######## block 1 ########
## src/rtl/hazard_fwd_ctrl.sv

```systemverilog
// hazard_fwd_ctrl: hazard unit for the 5-stage RV32 pipeline.
//   Forwarding selects for the EX-stage source operands, load-use bubble
//   insertion, mul/div pipeline freeze sequencing, taken-branch squash and
//   a saturating stall-cycle performance counter.
// Ports:
//   clk, rstn          clock, asynchronous active-low reset
//   id_rs, id_rs_used  ID-stage source addresses / read enables (port i at [i*RA_W+:RA_W])
//   ex_*               EX-stage instruction info (sources, valid, rd, load, mul/div)
//   mem_regwrite/rd    EX/MEM writeback info
//   wb_regwrite/rd     MEM/WB writeback info
//   branch_taken       EX resolved a taken branch/jump
//   perf_clr           synchronous clear of stall_cnt
//   fwd_sel            per port 2'b10 EX/MEM, 2'b01 MEM/WB, 2'b00 regfile (combinational)
//   stall_if/id/ex     hold PC / IF/ID / ID/EX (combinational hazard controls)
//   bubble_ex          load NOP into ID/EX next edge
//   flush_id           load NOP into IF/ID next edge
//   md_done            mul/div result valid in EX this cycle
//   stall_cnt          saturating count of cycles with stall_if=1 (registered)
module hazard_fwd_ctrl #(
    parameter int unsigned NUM_RS     = 2,
    parameter int unsigned RA_W       = 5,
    parameter int unsigned MD_LATENCY = 4,
    parameter int unsigned CNT_W      = 16
) (
    input  logic                     clk,
    input  logic                     rstn,
    input  logic [NUM_RS*RA_W-1:0]   id_rs,
    input  logic [NUM_RS-1:0]        id_rs_used,
    input  logic [NUM_RS*RA_W-1:0]   ex_rs,
    input  logic                     ex_valid,
    input  logic [RA_W-1:0]          ex_rd,
    input  logic                     ex_memread,
    input  logic                     ex_is_md,
    input  logic                     mem_regwrite,
    input  logic [RA_W-1:0]          mem_rd,
    input  logic                     wb_regwrite,
    input  logic [RA_W-1:0]          wb_rd,
    input  logic                     branch_taken,
    input  logic                     perf_clr,
    output logic [NUM_RS*2-1:0]      fwd_sel,
    output logic                     stall_if,
    output logic                     stall_id,
    output logic                     stall_ex,
    output logic                     bubble_ex,
    output logic                     flush_id,
    output logic                     md_done,
    output logic [CNT_W-1:0]         stall_cnt
);

    // Holds MD_LATENCY-1 for every MD_LATENCY >= 2.
    localparam int unsigned MD_CNT_W = (MD_LATENCY > 2) ? $clog2(MD_LATENCY) : 1;
    localparam logic [MD_CNT_W-1:0] MD_LOAD = MD_CNT_W'(MD_LATENCY - 1);
    localparam logic [MD_CNT_W-1:0] MD_ONE  = MD_CNT_W'(1);

    typedef enum logic {
        IDLE = 1'b0,
        BUSY = 1'b1
    } md_state_t;

    md_state_t           state;
    md_state_t           state_nxt;
    logic [MD_CNT_W-1:0] md_cnt;
    logic [MD_CNT_W-1:0] md_cnt_nxt;
    logic                md_stall;
    logic                md_last;
    logic                load_use;

    // Forwarding: EX/MEM beats MEM/WB; x0 is never forwarded.
    always_comb begin
        fwd_sel = '0;
        for (int i = 0; i < int'(NUM_RS); i++) begin
            if (mem_regwrite && (mem_rd != '0) && (mem_rd == ex_rs[i*RA_W +: RA_W])) begin
                fwd_sel[i*2 +: 2] = 2'b10;
            end else if (wb_regwrite && (wb_rd != '0) && (wb_rd == ex_rs[i*RA_W +: RA_W])) begin
                fwd_sel[i*2 +: 2] = 2'b01;
            end
        end
    end

    // Load-use: a load in EX whose rd is read by any active ID source port.
    always_comb begin
        logic hit;
        hit = 1'b0;
        for (int i = 0; i < int'(NUM_RS); i++) begin
            if (id_rs_used[i] && (id_rs[i*RA_W +: RA_W] == ex_rd)) begin
                hit = 1'b1;
            end
        end
        load_use = ex_valid && ex_memread && (ex_rd != '0) && hit;
    end

    // Mul/div FSM state register.
    always_ff @(posedge clk or negedge rstn) begin
        if (!rstn) begin
            state  <= IDLE;
            md_cnt <= '0;
        end else begin
            state  <= state_nxt;
            md_cnt <= md_cnt_nxt;
        end
    end

    // Mul/div next state plus prioritised hazard outputs.
    always_comb begin
        state_nxt  = state;
        md_cnt_nxt = md_cnt;
        md_stall   = 1'b0;
        md_last    = 1'b0;
        stall_if   = 1'b0;
        stall_id   = 1'b0;
        stall_ex   = 1'b0;
        bubble_ex  = 1'b0;
        flush_id   = 1'b0;
        md_done    = 1'b0;

        case (state)
            IDLE: begin
                if (ex_valid && ex_is_md) begin
                    md_stall   = 1'b1;
                    state_nxt  = BUSY;
                    md_cnt_nxt = MD_LOAD;
                end
            end
            BUSY: begin
                if (md_cnt > MD_ONE) begin
                    md_stall   = 1'b1;
                    md_cnt_nxt = md_cnt - MD_ONE;
                end else begin
                    md_last    = 1'b1;
                    state_nxt  = IDLE;
                    md_cnt_nxt = '0;
                end
            end
            default: begin
                state_nxt  = IDLE;
                md_cnt_nxt = '0;
            end
        endcase

        // Outputs are gated by rstn so they drop the moment reset asserts.
        if (rstn) begin
            md_done = md_last;
            if (md_stall) begin
                stall_if = 1'b1;
                stall_id = 1'b1;
                stall_ex = 1'b1;
            end else if (branch_taken) begin
                // PC must take the redirect, so no stall even if load-use fires.
                flush_id  = 1'b1;
                bubble_ex = 1'b1;
            end else if (load_use) begin
                stall_if  = 1'b1;
                stall_id  = 1'b1;
                bubble_ex = 1'b1;
            end
        end
    end

    // Stall-cycle counter: clear beats increment, saturates at all-ones.
    always_ff @(posedge clk or negedge rstn) begin
        if (!rstn) begin
            stall_cnt <= '0;
        end else if (perf_clr) begin
            stall_cnt <= '0;
        end else if (stall_if && (stall_cnt != '1)) begin
            stall_cnt <= stall_cnt + CNT_W'(1);
        end
    end

endmodule

```

## config.mk

```make
export PLATFORM = sky130hd
export DESIGN_NAME = hazard_fwd_ctrl
export DESIGN_NICKNAME = d
export VERILOG_FILES = /design/src/rtl/hazard_fwd_ctrl.sv
export SDC_FILE = /design/constraint.sdc
export NUM_CORES = 1
export LEC_CHECK = 0
export CAP_MARGIN = 20
export CORE_MARGIN = 2
export CORE_UTILIZATION = 44
export CTS_CLUSTER_DIAMETER = 120
export DETAILED_ROUTE_END_ITERATION = 6
export PLACE_DENSITY = 0.84
export RECOVER_POWER = 25
export REMOVE_ABC_BUFFERS = 1
export SYNTH_ARGS = -nofsm -noshare
export SYNTH_HDL_FRONTEND = slang
export SYNTH_SLANG_ARGS = --single-unit
```

## constraint.sdc

```tcl
create_clock -name clk -period 3.95 [get_ports clk]
set_input_delay 0.5925 -clock clk [delete_from_list [all_inputs] [get_ports clk]]
set_output_delay 0.5925 -clock clk [all_outputs]
set_load 0.005 [all_outputs]
```

######## block 2 ########
--- src/rtl/bp_pkg.sv ---
// Shared definitions between the fetch-stage 2-bit predictor and the execute-side
// branch resolve unit.
package bp_pkg;

    localparam int INSTR_BYTES = 4;
    localparam int BP_XLEN     = 32;

    // Two-bit saturating predictor state encoding, shared with the fetch predictor.
    typedef enum logic [1:0] {
        BP_STRONG_NT = 2'b00,
        BP_WEAK_NT   = 2'b01,
        BP_WEAK_T    = 2'b10,
        BP_STRONG_T  = 2'b11
    } bp_state_e;

    typedef struct packed {
        logic [BP_XLEN-1:0] pc;
        logic               taken;
        logic [BP_XLEN-1:0] target;
    } bp_entry_t;

endpackage

--- src/rtl/bp_inflight_fifo.sv ---
// In-order queue of in-flight branch predictions. A clear drops every entry and
// rewinds both pointers in one cycle.
module bp_inflight_fifo
    import bp_pkg::*;
#(
    parameter  int DEPTH = 4,
    parameter  int WIDTH = 65,
    localparam int PTR_W = $clog2(DEPTH),
    localparam int CNT_W = $clog2(DEPTH + 1)
) (
    input  logic             clk,
    input  logic             rst_n,
    input  logic             clear,
    input  logic             push,
    input  logic             pop,
    input  logic [WIDTH-1:0] din,
    output logic [WIDTH-1:0] dout,
    output logic [CNT_W-1:0] count
);

    logic [WIDTH-1:0] mem_r [DEPTH];
    logic [PTR_W-1:0] wr_ptr_r;
    logic [PTR_W-1:0] rd_ptr_r;
    logic [CNT_W-1:0] count_r;
    logic             push_s;
    logic             pop_s;

    // Guard push/pop against overflow and underflow.
    always_comb begin
        push_s = 1'b0;
        pop_s  = 1'b0;
        if (push && (count_r < CNT_W'(DEPTH))) begin
            push_s = 1'b1;
        end else begin
            push_s = 1'b0;
        end
        if (pop && (count_r != CNT_W'(0))) begin
            pop_s = 1'b1;
        end else begin
            pop_s = 1'b0;
        end
    end

    // Pointer and occupancy state; pointers wrap naturally since DEPTH is a power of 2.
    always_ff @(posedge clk) begin
        if (!rst_n || clear) begin
            wr_ptr_r <= PTR_W'(0);
            rd_ptr_r <= PTR_W'(0);
            count_r  <= CNT_W'(0);
        end else begin
            if (push_s) wr_ptr_r <= wr_ptr_r + PTR_W'(1);
            if (pop_s)  rd_ptr_r <= rd_ptr_r + PTR_W'(1);
            case ({push_s, pop_s})
                2'b10:   count_r <= count_r + CNT_W'(1);
                2'b01:   count_r <= count_r - CNT_W'(1);
                default: count_r <= count_r;
            endcase
        end
    end

    // Entry storage; contents are don't-care until written.
    always_ff @(posedge clk) begin
        if (push_s && !clear) begin
            mem_r[wr_ptr_r] <= din;
        end
    end

    assign dout  = mem_r[rd_ptr_r];
    assign count = count_r;

endmodule

--- src/rtl/branch_resolve_unit.sv ---
// Execute-side branch resolution: compares the oldest in-flight prediction with the
// actual outcome, raises flush/redirect on mispredict and trains the predictor.
module branch_resolve_unit
    import bp_pkg::*;
#(
    parameter  int DEPTH = 4,
    parameter  int XLEN  = 32,
    parameter  int CNT_W = 32,
    localparam int QW    = $clog2(DEPTH + 1)
) (
    input  logic             clk,
    input  logic             rst_n,
    input  logic             pred_valid,
    input  logic [XLEN-1:0]  pred_pc,
    input  logic             pred_taken,
    input  logic [XLEN-1:0]  pred_target,
    output logic             pred_ready,
    input  logic             res_valid,
    input  logic             res_taken,
    input  logic [XLEN-1:0]  res_target,
    output logic             flush,
    output logic [XLEN-1:0]  redirect_pc,
    output logic             upd_valid,
    output logic [XLEN-1:0]  upd_pc,
    output logic             upd_taken,
    output logic [QW-1:0]    q_count,
    output logic [CNT_W-1:0] stat_branches,
    output logic [CNT_W-1:0] stat_mispredicts,
    output logic             err_underflow
);

    localparam int EW = 2 * XLEN + 1;

    function automatic logic is_mispredict(
        input logic            p_taken,
        input logic [XLEN-1:0] p_target,
        input logic            a_taken,
        input logic [XLEN-1:0] a_target
    );
        return (p_taken != a_taken) || (p_taken && a_taken && (p_target != a_target));
    endfunction

    function automatic logic [CNT_W-1:0] sat_inc(input logic [CNT_W-1:0] v);
        return (v == {CNT_W{1'b1}}) ? v : v + CNT_W'(1);
    endfunction

    logic [EW-1:0]    push_data_s;
    logic [EW-1:0]    head_data_s;
    logic [XLEN-1:0]  head_pc_s;
    logic             head_taken_s;
    logic [XLEN-1:0]  head_target_s;
    logic [QW-1:0]    fifo_count_s;
    logic             ready_s;
    logic             push_s;
    logic             resolve_s;
    logic             mispredict_s;
    logic             underflow_s;
    logic [XLEN-1:0]  redirect_next_s;

    logic             flush_r;
    logic [XLEN-1:0]  redirect_pc_r;
    logic             upd_valid_r;
    logic [XLEN-1:0]  upd_pc_r;
    logic             upd_taken_r;
    logic [CNT_W-1:0] branches_r;
    logic [CNT_W-1:0] mispredicts_r;
    logic             err_underflow_r;

    assign push_data_s   = {pred_pc, pred_taken, pred_target};
    assign head_pc_s     = head_data_s[EW-1 -: XLEN];
    assign head_taken_s  = head_data_s[XLEN];
    assign head_target_s = head_data_s[XLEN-1:0];

    bp_inflight_fifo #(
        .DEPTH (DEPTH),
        .WIDTH (EW)
    ) u_fifo (
        .clk   (clk),
        .rst_n (rst_n),
        .clear (mispredict_s),
        .push  (push_s),
        .pop   (resolve_s),
        .din   (push_data_s),
        .dout  (head_data_s),
        .count (fifo_count_s)
    );

    // Handshake, resolve qualification and mispredict detection. Pushes during a
    // flush cycle belong to the wrong path and are refused.
    always_comb begin
        ready_s         = (fifo_count_s < QW'(DEPTH)) && !flush_r;
        push_s          = pred_valid && ready_s;
        resolve_s       = 1'b0;
        underflow_s     = 1'b0;
        if (fifo_count_s != QW'(0)) begin
            resolve_s = res_valid;
        end else begin
            underflow_s = res_valid;
        end
        mispredict_s    = resolve_s &&
                          is_mispredict(head_taken_s, head_target_s, res_taken, res_target);
        redirect_next_s = res_taken ? res_target : head_pc_s + XLEN'(INSTR_BYTES);
    end

    // Registered flush/update pulses, redirect target, statistics and error flag.
    always_ff @(posedge clk) begin
        if (!rst_n) begin
            flush_r         <= 1'b0;
            redirect_pc_r   <= XLEN'(0);
            upd_valid_r     <= 1'b0;
            upd_pc_r        <= XLEN'(0);
            upd_taken_r     <= 1'b0;
            branches_r      <= CNT_W'(0);
            mispredicts_r   <= CNT_W'(0);
            err_underflow_r <= 1'b0;
        end else begin
            flush_r     <= mispredict_s;
            upd_valid_r <= resolve_s;
            if (resolve_s) begin
                upd_pc_r    <= head_pc_s;
                upd_taken_r <= res_taken;
                branches_r  <= sat_inc(branches_r);
            end
            if (mispredict_s) begin
                redirect_pc_r <= redirect_next_s;
                mispredicts_r <= sat_inc(mispredicts_r);
            end
            if (underflow_s) begin
                err_underflow_r <= 1'b1;
            end
        end
    end

    assign pred_ready       = ready_s;
    assign flush            = flush_r;
    assign redirect_pc      = redirect_pc_r;
    assign upd_valid        = upd_valid_r;
    assign upd_pc           = upd_pc_r;
    assign upd_taken        = upd_taken_r;
    assign q_count          = fifo_count_s;
    assign stat_branches    = branches_r;
    assign stat_mispredicts = mispredicts_r;
    assign err_underflow    = err_underflow_r;

endmodule

--- config.mk ---
export PLATFORM = sky130hd
export DESIGN_NAME = branch_resolve_unit
export DESIGN_NICKNAME = d
export VERILOG_FILES = /design/src/rtl/bp_pkg.sv /design/src/rtl/bp_inflight_fifo.sv /design/src/rtl/branch_resolve_unit.sv
export SDC_FILE = /design/constraint.sdc
export NUM_CORES = 1
export LEC_CHECK = 0
export ABC_AREA = 1
export ABC_CLOCK_PERIOD_IN_PS = 4900
export CORE_MARGIN = 2
export CORE_UTILIZATION = 50
export CTS_CLUSTER_SIZE = 8
export DETAILED_ROUTE_END_ITERATION = 6
export PLACE_DENSITY = 0.77
export SLEW_MARGIN = 20
export SYNTH_ARGS = -nofsm -noshare
export SYNTH_HDL_FRONTEND = slang
export SYNTH_HIERARCHICAL = 1
export SYNTH_SLANG_ARGS = --single-unit
--- constraint.sdc ---
create_clock -name clk -period 4.9 [get_ports clk]
set_input_delay 0.735 -clock clk [delete_from_list [all_inputs] [get_ports clk]]
set_output_delay 0.735 -clock clk [all_outputs]
set_load 0.02 [all_outputs]
######## block 3 ########
==> src/rtl/clock_div_prog.sv <==
// Multi-channel programmable clock divider: each channel runs its own period
// and high-time, with shadow registers that swap in at the period boundary.
module clock_div_prog #(
  parameter int NUM_CH     = 2,
  parameter int CNT_W      = 28,
  parameter int CH_W       = 1,
  parameter int DEF_PERIOD = 100000,
  parameter int DEF_HIGH   = 50000
) (
  input  logic              clk,
  input  logic              rst,
  input  logic [NUM_CH-1:0] en,
  input  logic              load,
  input  logic [CH_W-1:0]   load_ch,
  input  logic [CNT_W-1:0]  load_period,
  input  logic [CNT_W-1:0]  load_high,
  output logic [NUM_CH-1:0] clk_out,
  output logic [NUM_CH-1:0] tick,
  output logic [NUM_CH-1:0] pending,
  output logic              load_err
);

  localparam logic [CNT_W-1:0] DEF_P = CNT_W'(DEF_PERIOD);
  localparam logic [CNT_W-1:0] DEF_H = CNT_W'(DEF_HIGH);

  logic [31:0] load_idx;
  logic        load_bad;
  logic        load_ok;
  logic        load_err_d;
  logic        load_err_q;

  // A rejected load only raises load_err; it never touches channel state.
  always_comb begin
    load_idx   = 32'(load_ch);
    load_bad   = (load_idx >= 32'(NUM_CH)) ||
                 (load_period < CNT_W'(2)) ||
                 (load_high == '0) ||
                 (load_high >= load_period);
    load_ok    = load && !load_bad;
    load_err_d = load && load_bad;
  end

  always_ff @(posedge clk or posedge rst) begin
    if (rst) begin
      load_err_q <= 1'b0;
    end else begin
      load_err_q <= load_err_d;
    end
  end

  assign load_err = load_err_q;

  for (genvar i = 0; i < NUM_CH; i++) begin : g_ch
    logic [CNT_W-1:0] cnt_q, cnt_d;
    logic [CNT_W-1:0] per_q, per_d;
    logic [CNT_W-1:0] high_q, high_d;
    logic [CNT_W-1:0] sh_per_q, sh_per_d;
    logic [CNT_W-1:0] sh_high_q, sh_high_d;
    logic             pend_q, pend_d;
    logic             clk_q, clk_d;
    logic             tick_q, tick_d;
    logic             hit;
    logic             wrap;

    // The apply path reads the pre-edge shadow, so a load landing on the same
    // edge only refills the shadow and waits for the following boundary.
    always_comb begin
      hit       = load_ok && (load_idx == 32'(i));
      wrap      = (cnt_q == (per_q - CNT_W'(1)));
      cnt_d     = cnt_q;
      per_d     = per_q;
      high_d    = high_q;
      sh_per_d  = sh_per_q;
      sh_high_d = sh_high_q;
      pend_d    = pend_q;
      clk_d     = clk_q;
      tick_d    = 1'b0;
      if (en[i]) begin
        tick_d = wrap;
        if (wrap) begin
          cnt_d = '0;
          if (pend_q) begin
            per_d  = sh_per_q;
            high_d = sh_high_q;
            pend_d = 1'b0;
          end
        end else begin
          cnt_d = cnt_q + CNT_W'(1);
        end
        clk_d = (cnt_d < high_d);
      end else if (pend_q) begin
        per_d  = sh_per_q;
        high_d = sh_high_q;
        pend_d = 1'b0;
        cnt_d  = '0;
        clk_d  = 1'b0;
      end
      if (hit) begin
        sh_per_d  = load_period;
        sh_high_d = load_high;
        pend_d    = 1'b1;
      end
    end

    always_ff @(posedge clk or posedge rst) begin
      if (rst) begin
        cnt_q     <= '0;
        per_q     <= DEF_P;
        high_q    <= DEF_H;
        sh_per_q  <= DEF_P;
        sh_high_q <= DEF_H;
        pend_q    <= 1'b0;
        clk_q     <= 1'b0;
        tick_q    <= 1'b0;
      end else begin
        cnt_q     <= cnt_d;
        per_q     <= per_d;
        high_q    <= high_d;
        sh_per_q  <= sh_per_d;
        sh_high_q <= sh_high_d;
        pend_q    <= pend_d;
        clk_q     <= clk_d;
        tick_q    <= tick_d;
      end
    end

    assign clk_out[i] = clk_q;
    assign tick[i]    = tick_q;
    assign pending[i] = pend_q;
  end

endmodule
==> config.mk <==
export PLATFORM = sky130hd
export DESIGN_NAME = clock_div_prog
export DESIGN_NICKNAME = d
export VERILOG_FILES = /design/src/rtl/clock_div_prog.sv
export SDC_FILE = /design/constraint.sdc
export NUM_CORES = 1
export LEC_CHECK = 0
export CAP_MARGIN = 25
export CORE_MARGIN = 2
export CORE_UTILIZATION = 30
export CTS_CLUSTER_DIAMETER = 30
export DETAILED_ROUTE_END_ITERATION = 8
export GPL_TIMING_DRIVEN = 0
export REMOVE_ABC_BUFFERS = 1
export SLEW_MARGIN = 40
export SYNTH_ARGS = -nofsm -noshare
export SYNTH_HDL_FRONTEND = slang
export SYNTH_SLANG_ARGS = --single-unit
==> constraint.sdc <==
create_clock -name clk -period 8.6 [get_ports clk]
set_input_delay 1.29 -clock clk [delete_from_list [all_inputs] [get_ports clk]]
set_output_delay 1.29 -clock clk [all_outputs]
set_load 0.03 [all_outputs]
######## block 4 ########
[src/rtl/dual_grant_arbiter_pkg.sv]
// Shared types, defaults and ID/one-hot helpers for the dual-channel grant arbiter.
package dual_grant_arbiter_pkg;

    localparam int N_DEF        = 12;
    localparam int IDW_DEF      = 4;
    localparam int MAX_HOLD_DEF = 16;

    // Helper functions work on a wide fixed container; callers size-cast to their own N/IDW.
    localparam int MAX_N   = 64;
    localparam int MAX_IDW = 7;

    typedef enum logic [0:0] {
        IDLE = 1'b0,
        BUSY = 1'b1
    } chan_state_t;

    localparam logic [MAX_IDW-1:0] ID_NONE = 7'd0;

    function automatic logic [MAX_N-1:0] id_to_onehot(input logic [MAX_IDW-1:0] id);
        logic [MAX_N-1:0] oh;
        oh = '0;
        for (int i = 0; i < MAX_N; i++) begin
            oh[i] = (id == MAX_IDW'(i + 1));
        end
        return oh;
    endfunction

    function automatic logic [MAX_IDW-1:0] onehot_to_id(input logic [MAX_N-1:0] oh);
        logic [MAX_IDW-1:0] id;
        id = ID_NONE;
        for (int i = 0; i < MAX_N; i++) begin
            if (oh[i]) begin
                id = MAX_IDW'(i + 1);
            end else begin
                id = id;
            end
        end
        return id;
    endfunction

endpackage

[src/rtl/dual_grant_arbiter_dual_prio_enc.sv]
// Combinational dual priority encoder: IDs of the highest and second-highest set bits (0 = none).
module dual_prio_enc
    import dual_grant_arbiter_pkg::*;
#(
    parameter int N   = N_DEF,
    parameter int IDW = IDW_DEF
) (
    input  logic [N-1:0]   vec,
    output logic [IDW-1:0] first,
    output logic [IDW-1:0] second
);

    logic [N-1:0] first_oh_s;
    logic [N-1:0] rest_s;
    logic [N-1:0] second_oh_s;

    // Isolate the highest set bit, then the highest of what remains.
    always_comb begin
        first_oh_s  = '0;
        second_oh_s = '0;
        for (int i = 0; i < N; i++) begin
            if (vec[i]) begin
                first_oh_s    = '0;
                first_oh_s[i] = 1'b1;
            end else begin
                first_oh_s = first_oh_s;
            end
        end
        rest_s = vec & ~first_oh_s;
        for (int i = 0; i < N; i++) begin
            if (rest_s[i]) begin
                second_oh_s    = '0;
                second_oh_s[i] = 1'b1;
            end else begin
                second_oh_s = second_oh_s;
            end
        end
        first  = IDW'(onehot_to_id(MAX_N'(first_oh_s)));
        second = IDW'(onehot_to_id(MAX_N'(second_oh_s)));
    end

endmodule

[src/rtl/dual_grant_arbiter.sv]
// Two-channel arbiter: 12 requesters, highest ID first, grants held until done, request drop or hold limit.
module dual_grant_arbiter
    import dual_grant_arbiter_pkg::*;
#(
    parameter int N        = N_DEF,
    parameter int IDW      = IDW_DEF,
    parameter int MAX_HOLD = MAX_HOLD_DEF
) (
    input  logic           clk,
    input  logic           rst_n,
    input  logic [N-1:0]   req,
    input  logic [N-1:0]   done,
    output logic           gnt_a_vld,
    output logic [IDW-1:0] gnt_a_id,
    output logic           gnt_b_vld,
    output logic [IDW-1:0] gnt_b_id,
    output logic [N-1:0]   gnt_vec,
    output logic [1:0]     timeout
);

    localparam int              CNT_W    = $clog2(MAX_HOLD);
    localparam logic [CNT_W-1:0] CNT_LAST = CNT_W'(MAX_HOLD - 1);

    chan_state_t      state_r    [2];
    chan_state_t      state_nx_s [2];
    logic [IDW-1:0]   id_r       [2];
    logic [IDW-1:0]   id_nx_s    [2];
    logic [IDW-1:0]   alloc_id_s [2];
    logic [CNT_W-1:0] cnt_r      [2];
    logic [CNT_W-1:0] cnt_nx_s   [2];

    logic [N-1:0]   bar_r, bar_nx_s;
    logic [N-1:0]   gnt_vec_r, gnt_vec_nx_s;
    logic [N-1:0]   elig_s, held_oh_s;
    logic [1:0]     timeout_r, timeout_nx_s;
    logic [IDW-1:0] first_s, second_s;

    // A requester already holding a channel, or just preempted, cannot win this cycle.
    assign elig_s = req & ~gnt_vec_r & ~bar_r;

    dual_prio_enc #(.N(N), .IDW(IDW)) u_enc (
        .vec    (elig_s),
        .first  (first_s),
        .second (second_s)
    );

    // Allocation steering plus next-state logic for both channel FSMs.
    always_comb begin
        if (state_r[0] == IDLE) begin
            alloc_id_s[0] = first_s;
            alloc_id_s[1] = second_s;
        end else begin
            alloc_id_s[0] = IDW'(ID_NONE);
            alloc_id_s[1] = first_s;
        end
        bar_nx_s     = '0;
        timeout_nx_s = 2'b00;
        gnt_vec_nx_s = '0;
        held_oh_s    = '0;
        for (int ch = 0; ch < 2; ch++) begin
            state_nx_s[ch] = state_r[ch];
            id_nx_s[ch]    = id_r[ch];
            cnt_nx_s[ch]   = cnt_r[ch];
            held_oh_s      = N'(id_to_onehot(MAX_IDW'(id_r[ch])));
            case (state_r[ch])
                IDLE: begin
                    if (alloc_id_s[ch] != IDW'(ID_NONE)) begin
                        state_nx_s[ch] = BUSY;
                        id_nx_s[ch]    = alloc_id_s[ch];
                        cnt_nx_s[ch]   = '0;
                    end else begin
                        state_nx_s[ch] = IDLE;
                    end
                end
                BUSY: begin
                    // A normal release wins over the hold limit, so no timeout on coincidence.
                    if (((done & held_oh_s) != '0) || ((req & held_oh_s) == '0)) begin
                        state_nx_s[ch] = IDLE;
                        id_nx_s[ch]    = IDW'(ID_NONE);
                        cnt_nx_s[ch]   = '0;
                    end else if (cnt_r[ch] == CNT_LAST) begin
                        state_nx_s[ch]   = IDLE;
                        id_nx_s[ch]      = IDW'(ID_NONE);
                        cnt_nx_s[ch]     = '0;
                        timeout_nx_s[ch] = 1'b1;
                        bar_nx_s         = bar_nx_s | held_oh_s;
                    end else begin
                        cnt_nx_s[ch] = cnt_r[ch] + CNT_W'(1);
                    end
                end
                default: begin
                    state_nx_s[ch] = IDLE;
                    id_nx_s[ch]    = IDW'(ID_NONE);
                    cnt_nx_s[ch]   = '0;
                end
            endcase
            gnt_vec_nx_s = gnt_vec_nx_s | N'(id_to_onehot(MAX_IDW'(id_nx_s[ch])));
        end
    end

    // Channel state, counters, bar mask and registered outputs.
    always_ff @(posedge clk or negedge rst_n) begin
        if (!rst_n) begin
            for (int ch = 0; ch < 2; ch++) begin
                state_r[ch] <= IDLE;
                id_r[ch]    <= IDW'(ID_NONE);
                cnt_r[ch]   <= '0;
            end
            bar_r     <= '0;
            gnt_vec_r <= '0;
            timeout_r <= 2'b00;
        end else begin
            for (int ch = 0; ch < 2; ch++) begin
                state_r[ch] <= state_nx_s[ch];
                id_r[ch]    <= id_nx_s[ch];
                cnt_r[ch]   <= cnt_nx_s[ch];
            end
            bar_r     <= bar_nx_s;
            gnt_vec_r <= gnt_vec_nx_s;
            timeout_r <= timeout_nx_s;
        end
    end

    assign gnt_a_vld = (state_r[0] == BUSY);
    assign gnt_a_id  = id_r[0];
    assign gnt_b_vld = (state_r[1] == BUSY);
    assign gnt_b_id  = id_r[1];
    assign gnt_vec   = gnt_vec_r;
    assign timeout   = timeout_r;

endmodule

[config.mk]
export PLATFORM = sky130hd
export DESIGN_NAME = dual_grant_arbiter
export DESIGN_NICKNAME = d
export VERILOG_FILES = /design/src/rtl/dual_grant_arbiter_pkg.sv /design/src/rtl/dual_grant_arbiter_dual_prio_enc.sv /design/src/rtl/dual_grant_arbiter.sv
export SDC_FILE = /design/constraint.sdc
export NUM_CORES = 1
export LEC_CHECK = 0
export CAP_MARGIN = 20
export CORE_UTILIZATION = 45
export DETAILED_ROUTE_END_ITERATION = 10
export GPL_ROUTABILITY_DRIVEN = 0
export PLACE_DENSITY = 0.75
export SLEW_MARGIN = 10
export SYNTH_ARGS = -nofsm -noshare
export SYNTH_HDL_FRONTEND = slang
export SYNTH_SLANG_ARGS = --single-unit
[constraint.sdc]
create_clock -name clk -period 4 [get_ports clk]
set_clock_uncertainty 0.2 [all_clocks]
set_input_delay 0.8 -clock clk [delete_from_list [all_inputs] [get_ports clk]]
set_output_delay 0.8 -clock clk [all_outputs]
set_load 0.01 [all_outputs]

==> gallery <==
Port wiring.
(a)
Scale: 2 px per um.
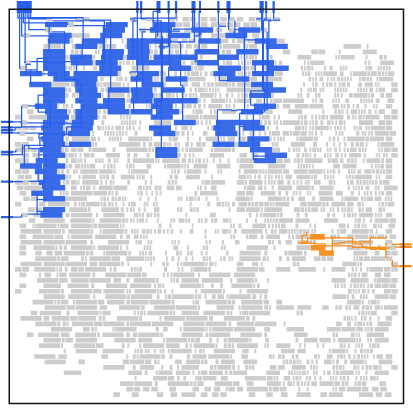
(b)
Scale: 6 px per um.
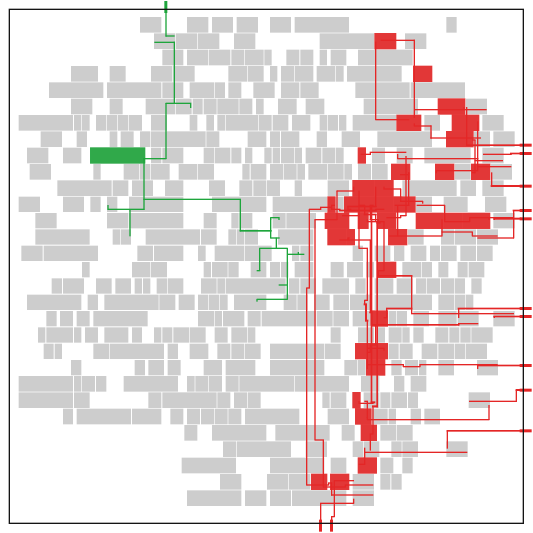
(c)
Scale: 8 px per um.
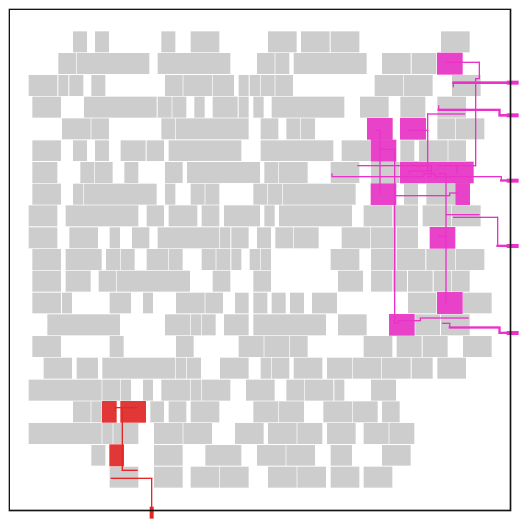
(d)
Scale: 2 px per um.
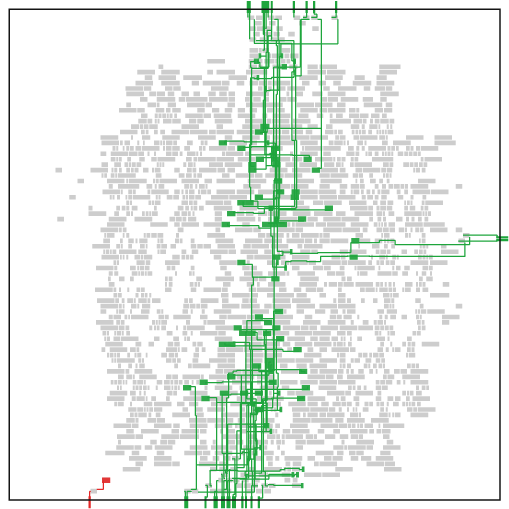
block 4: (b)
block 1: (c)
block 3: (d)
block 2: (a)

Figure 1. Gate families picked out (block 4).
Scale: 4 px per um.
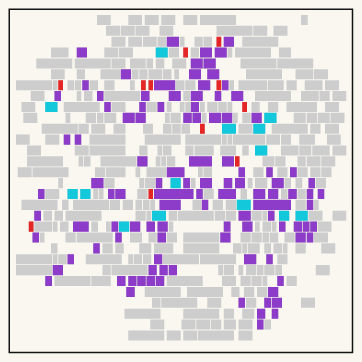
| family | color | cells |
|---|---|---|
| aoi and oai cells | purple | 108 |
| inv cells | red | 11 |
| non-inverting ao/oa cells | cyan | 14 |
non-filler cells, final: 515
multi-input combinational area share: 0.4691
most frequent logic cell in the layout: clkdlybuf4s50_1

==> changes_impl.md, block 4 <==
### Changed

* Outcome: completed
* Fmax at ~260 MHz
* Detail Route Antenna Nets at 0
* Cell repeated most along the worst path: o22ai_1
* Crit path max fanout at 5
* Unique cell types at 64
* Total global-route track usage at 0.2893
* Fin. max-slew vios at 0
* Final Critical Period at 3.837 ns
* First-pass GRT wire length at 16250 um
* OpenROAD warning count at 26
* Via Count at between 3000 and 4000
* Leak at between 1.5 and 2 nW
* Most numerous cell in the Yosys netlist: dfrtp_1
* Cells in synth_stat.txt at approximately 350
block 4: registers in the layout (all words and copies together) (netlist names):
| signal | count |
|---|---|
| gnt_a_vld | 1 |
| gnt_vec | 12 |
| cnt_r | 8 |
| gnt_a_id | 4 |
| gnt_b_vld | 1 |
| bar_r | 12 |
| gnt_b_id | 4 |
| timeout | 2 |
block 4: routing by layer:
layer,share of wire,global-route usage,up-vias
met4,0.053,0.1561,0
met1,0.41,0.3796,1569
met3,0.077,0.04669,59
li1,-,-,1528
met5,0,0,-
met2,0.46,0.4582,215
block 4: layout by cell type (no fill, tap or decap), drive strengths merged, types with 3 or more instances in the layout:
cell type	netlist	final
a221oi	3	3
or3	4	4
nor2b	6	6
o22ai	19	19
clkdlybuf4s50	0	48
a22o	5	5
buf	4	46
o21ai	24	24
nor2	19	19
dfrtp	44	44
nand3	9	9
a21o	5	5
a22oi	5	5
mux2i	10	10
nand4	4	4
nor3	11	11
or2	6	6
nand2b	15	15
nor3b	12	12
a211oi	6	6
nor4	3	3
o32ai	9	9
or3b	9	9
o221ai	4	4
and3	4	4
nand3b	3	3
o211ai	3	3
o31ai	6	6
a21oi	19	19
inv	11	11
clkbuf	14	6
mux2	3	3
nand2	28	28
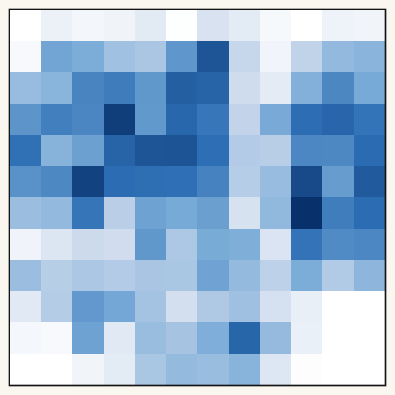
Figure 2: block 1, routed metal per tile.
Scale: 6 px per um. The die is cut into 12 by 12 equal tiles; white is low, dark blue is high, scaled to the fullest tile. Values are wire area over tile area, all layers added.
mean over tiles: 0.17
tiles over half the peak: 37%
densest ninth of the die: middle right
nearly empty tiles: 8.3%
fullest tile: 0.41
final wirelength: 4124 um
drt wl/cell: 14.17 um
Via Count: 1581
total global-route track usage: 0.2223

==> changes_impl.md, block 1 <==
### Changed

* Cell internal pwr at 0.3712 mW
* Placed insts at 287
* Leak at 0.8472 nW
* Fp util at 0.4543
* Dominant register cell: dfrtp_1
* Largest net degree at the start of global routing at 21
* Outcome: completed
* Setup TNS Final at 0 ns
* Crit path largest cell delay at 0.55 ns
* Met1 GRT Util at 0.2803
* CP Launch Point: mem_rd[1]
* Async SR Flop Fraction at 1.000
* Root buffer cell: clkbuf_4
* Initial drt markers at 65
* Dominant logic cell types in the final layout: clkdlybuf4s50_1, dfrtp_1, xnor2_1, xor2_1, a21oi_1
* Net Sw Power at 0.1777 mW
* Hold Path Cell Cnt at 1
* Synth Warn # at 0
* Met2 Use GR at 0.3938
* Longest Clk Path Bufs at 2
* Hold Crit Class: flip-flop to flip-flop
* IO Port Bufs at 71
* Buf+Inv Stages, Crit Path at 2
* Top cells by area: dfrtp_1, xnor2_1, xor2_1
* Area share, top type at 0.3161
* Initial antenna violation count at 0
* Worst Min Path Start: md_cnt[0]$_DFFE_PN0P_
* RD Place Congestion at 0.8808
* Global routing's busiest layer: met2
* Most frequent logic cell in the layout: clkdlybuf4s50_1
* CTS tree: yes
* Final worst slack at 0.5419 ns
* CTS sink cnt at 19
* DR top layer: met4
* Vias in the first global route at 1477
* Cell count along the critical path at 6
* Fin nets at 293
* Crit path DAT at 2.82 ns
* WL met3 at between 200 and 250 um
* RSZ-0062 raised after global routing: no
* Worst vdd ir at 0.2580 mV
* Worst R2R Setup Slack at about 1.5 ns
* Cell area after synthesis at ~1500 sq um
* Fin. Hold Viols at 0
* Number of enable flip-flop cells at 0
block 1: flip-flops by register name, indices dropped and copies added, names as in the netlist:
| name | flops |
|---|---|
| stall_cnt | 16 |
| state | 1 |
| md_cnt | 2 |
block 1: power groups by stage:
stage | Clock (mW) | Sequential (mW) | Combinational, mW
final | 0.102 | 0.237 | 0.210
after global routing | 0.112 | 0.240 | 0.233
after CTS | 0.102 | 0.237 | 0.212
after detailed placement | 0 | 0.240 | 0.211
after global placement | 0 | 0.240 | 0.207
after floorplan | 0 | 0.236 | 0.0945
block 1: final cells by class:
class / count / area, sq um
tap: 46 / 57.56
inverter: 5 / 18.77
timing repair buffer: 72 / 714.4
clock buffer: 3 / 22.52
sequential: 19 / 475.5
fill: 283 / 1049
clock inverter: 1 / 5.005
multi-input combinational: 145 / 968.4
block 1: logic make-up (layout without fill, tap and decap cells):
group                    count (synthesis)  in the layout  synth area share
AND/OR/NAND/NOR                         71             71            0.2845
XOR/XNOR                                32             32            0.1864
buffers and inverters                   10             81           0.03994
flip-flops                              19             19            0.3161
AND-OR/OR-AND                           40             40            0.1581
adder cells (fa/ha/maj)                  1              1          0.008318
multiplexers                             1              1          0.006656
Figure 3. Routing congestion (block 2).
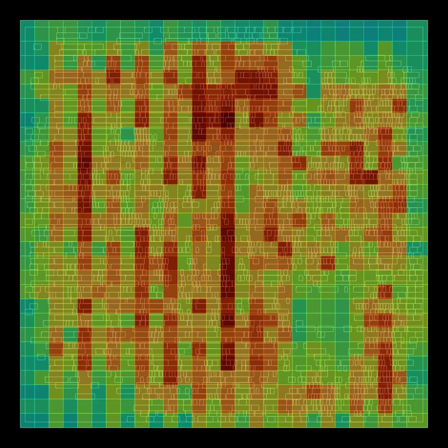
total global-route track usage: 0.2626
global routing's busiest layer: met2
met1 GRT Util: 0.3527

==> changes_impl.md, block 2 <==
### Changed

* Latency at later pin at just over 0.6 ns
* Power per standard cell area at 505.3 nW/um^2
* Cell area after synthesis at 18500 sq um
* Global route overflow at 0
* Die height at 196.4 um
* Util after Layout at 0.6231
* Dominant logic cell types in the final layout: nand2_1, nor2_1, edfxtp_1, clkdlybuf4s50_1, inv_1
* Cts bufs inserted at 56
* Sequential share of power at 0.393
* Most frequent logic cell in the layout: nand2_1
* CTS sink cnt at 401
* Slew HR at 0.3195
* Crit path max fanout at between 60 and 70
* DR top layer: met4
* Clock share of power at 0.307
* Outcome: completed
* Worst hold margin at 0.4737 ns
* Most numerous cell in the Yosys netlist: nand2_1
* M1 WL at around 21000 um
* IO Port Bufs at ~240
* Post-synth top area cell: edfxtp_1
* Leak at between 8 and 9 nW
* Final wirelength at 51420 um
* Worst setup skew after layout at 0.02450 ns
* Clk slew on worst S/H paths at roughly 0.050 ns
-- block 2: path summary, 6_finish.rpt --
path	startpoint	to	slack [ns]
max reg2reg	flip-flop	redirect_pc[22]$_SDFFE_PN0P_	0.78
min reg2reg	err_underflow$_SDFFE_PN0P_	err_underflow$_SDFFE_PN0P_	0.47
min	err_underflow$_SDFFE_PN0P_	err_underflow$_SDFFE_PN0P_	0.47
max	flip-flop	redirect_pc[22]$_SDFFE_PN0P_	0.78
-- block 2: per-stage QoR --
stage          cell area, sq um  total power, mW  std cells  setup TNS (ns)
3_3_place_gp              21160            7.928       2657               0
5_1_grt                   22760            12.00       2754               0
3_5_place_dp              21160            8.001       2657               0
4_1_cts                   22760            11.53       2754               0
6_report                  22760            11.50       2754               0
2_1_floorplan             18500            6.698       2025         -116.01
-- block 2: critical path, cell delays in order (launching register included) --
cell     delay [ns]
dfxtp_4        0.42
inv_6          0.48
buf_12         0.39
o21ai_1        0.10
o22ai_1        0.63
ha_1           0.37
nand2_1        0.10
nor2_1         0.21
nand2_1        0.21
nor2_4         0.17
nand2_1        0.09
nor2_1         0.12
nand2_1        0.06
nand3_1        0.08
nand2_1        0.18
o21ai_0        0.24
inv_1          0.05
Figure 4. Gate families picked out (block 3).
Scale: 1.5 px per um.
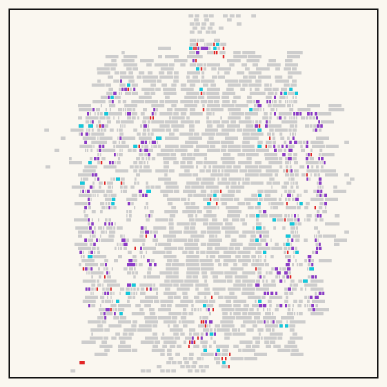
| family | color | cells | most used |
|---|---|---|---|
| aoi and oai cells | purple | 196 | a21oi_1 |
| inv cells | red | 57 | inv_1 |
| non-inverting ao/oa cells | cyan | 53 | a21o_1 |
multi-input combinational area share: 0.4406
most frequent logic cell in the layout: dfrtp_1

==> changes_impl.md, block 3 <==
### Changed

* Placed cell area at 18980 sq um
* Hold Path Cell Cnt at 1
* IO Port Bufs at around 68
* First-pass GRT wire length at 76330 um
* # diodes at 1
* Outcome: completed
* Global route overflow at 0
* DR DRC count at 0
* Mapped Cells at 1640
* Cell count along the critical path at 19
* Crit path required time at 9.04 ns
* Fmax at ~160 MHz
* Clk slew on worst S/H paths at 0.05 ns
* Largest net degree at the start of global routing at 78
* Clock share of power at 0.428
* Slew HR at 0.4451
* Pwr top: clock
* Fin. max-slew vios at 0
* Maxcap violations at 0
==> block 3: cells in the mapped netlist (6+ instances only) <==
cell      count  area [sq um]
ha_1         86          1076
nor3_1       33         165.2
a21o_1       30         225.2
and3_1       22         137.6
o21ai_0      45         225.2
a31oi_1      51         319.1
mux2_4       40         600.6
mux2_1       35         394.1
nand2b_1     24         150.1
and2_1       12         75.07
mux2_2      146          1644
dfstp_2      48          1261
nor4_1       33         206.5
or4_1        10         75.07
nand3_1      37         185.2
and4_1        8         70.07
o311a_1       6         60.06
xnor2_1      74         648.1
nor2_1      111         416.7
nor4b_1       6         52.55
buf_4         8         60.06
mux2i_1      59         590.6
buf_2        15         75.07
inv_1        57         214.0
or2_2        10         62.56
a211oi_1      7         52.55
nor2b_1       9         56.30
a21oi_1      56         280.3
o22ai_1       6         37.54
xor2_1       41         359.1
clkbuf_1     64         240.2
buf_6         8         90.09
or3_1        23         143.9
nand4_1      33         206.5
nand2_1      75         281.5
buf_1         6         22.52
dfrtp_1     239          5981


==> gallery <==
Clock wires, drivers and flops.
panel A
Scale: 2 px per um.
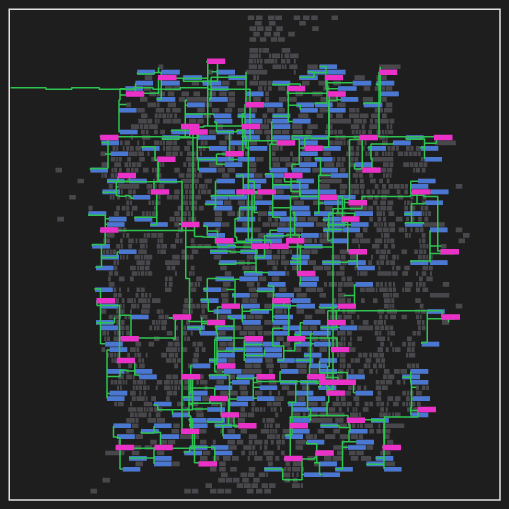
panel B
Scale: 2 px per um.
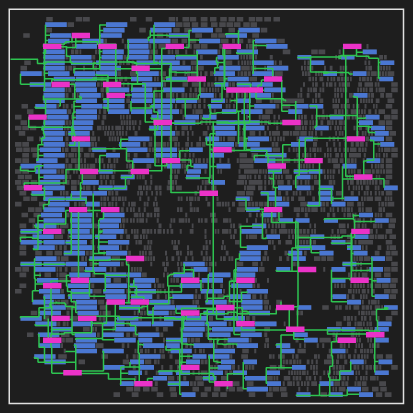
panel C
Scale: 8 px per um.
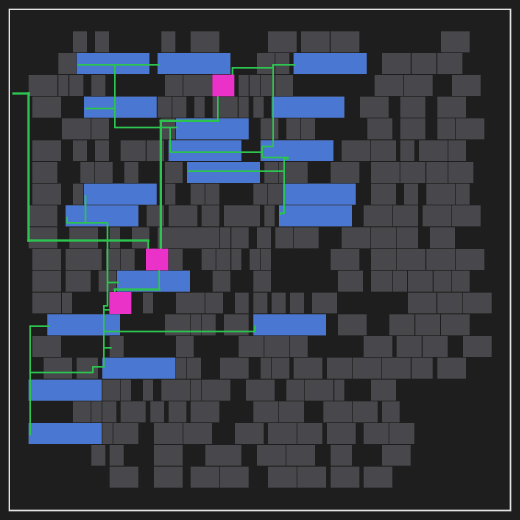
panel D
Scale: 6 px per um.
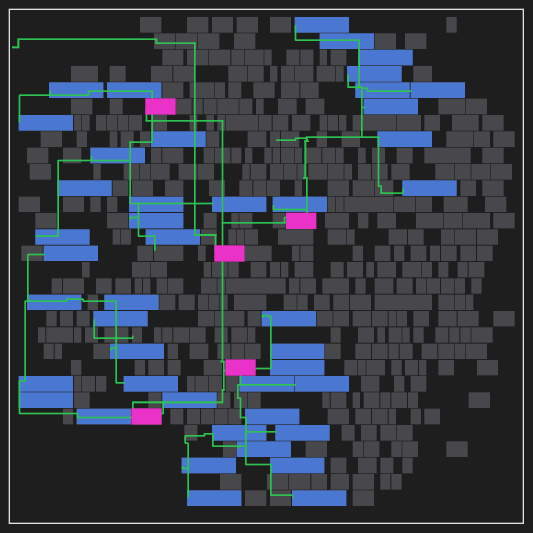
| picture | from |
|---|---|
| panel D | block 4 |
| panel C | block 1 |
| panel B | block 2 |
| panel A | block 3 |
Of these, most sequential cells: panel B
Of these, fewest sequential cells: panel C


==> notes/layouts.md <==
Pictures saved along the way, in no particular order.

Routing congestion.
picture 1
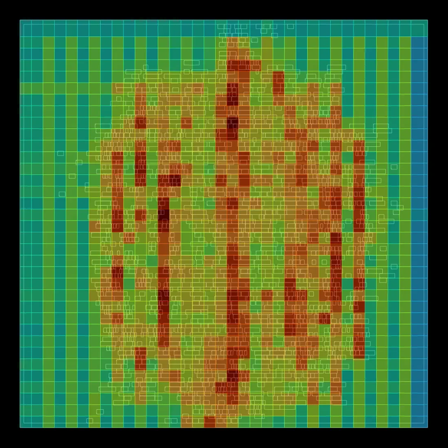
picture 2
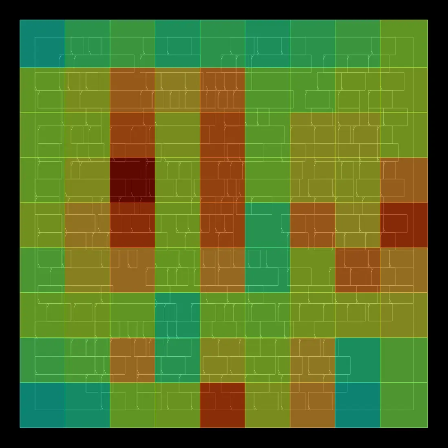
picture 3
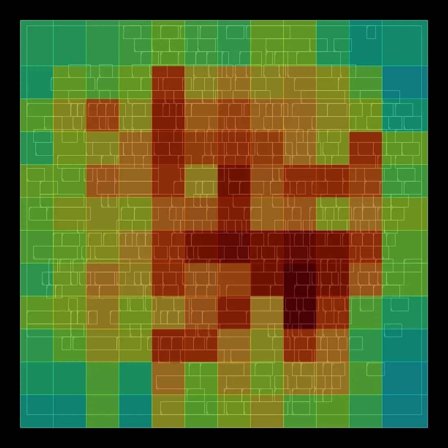
| picture | from |
|---|---|
| picture 1 | block 3 |
| picture 2 | block 1 |
| picture 3 | block 4 |
- lowest utilization: picture 1
- least wire per cell: picture 2

Power is estimated from default activity; no workload was simulated.
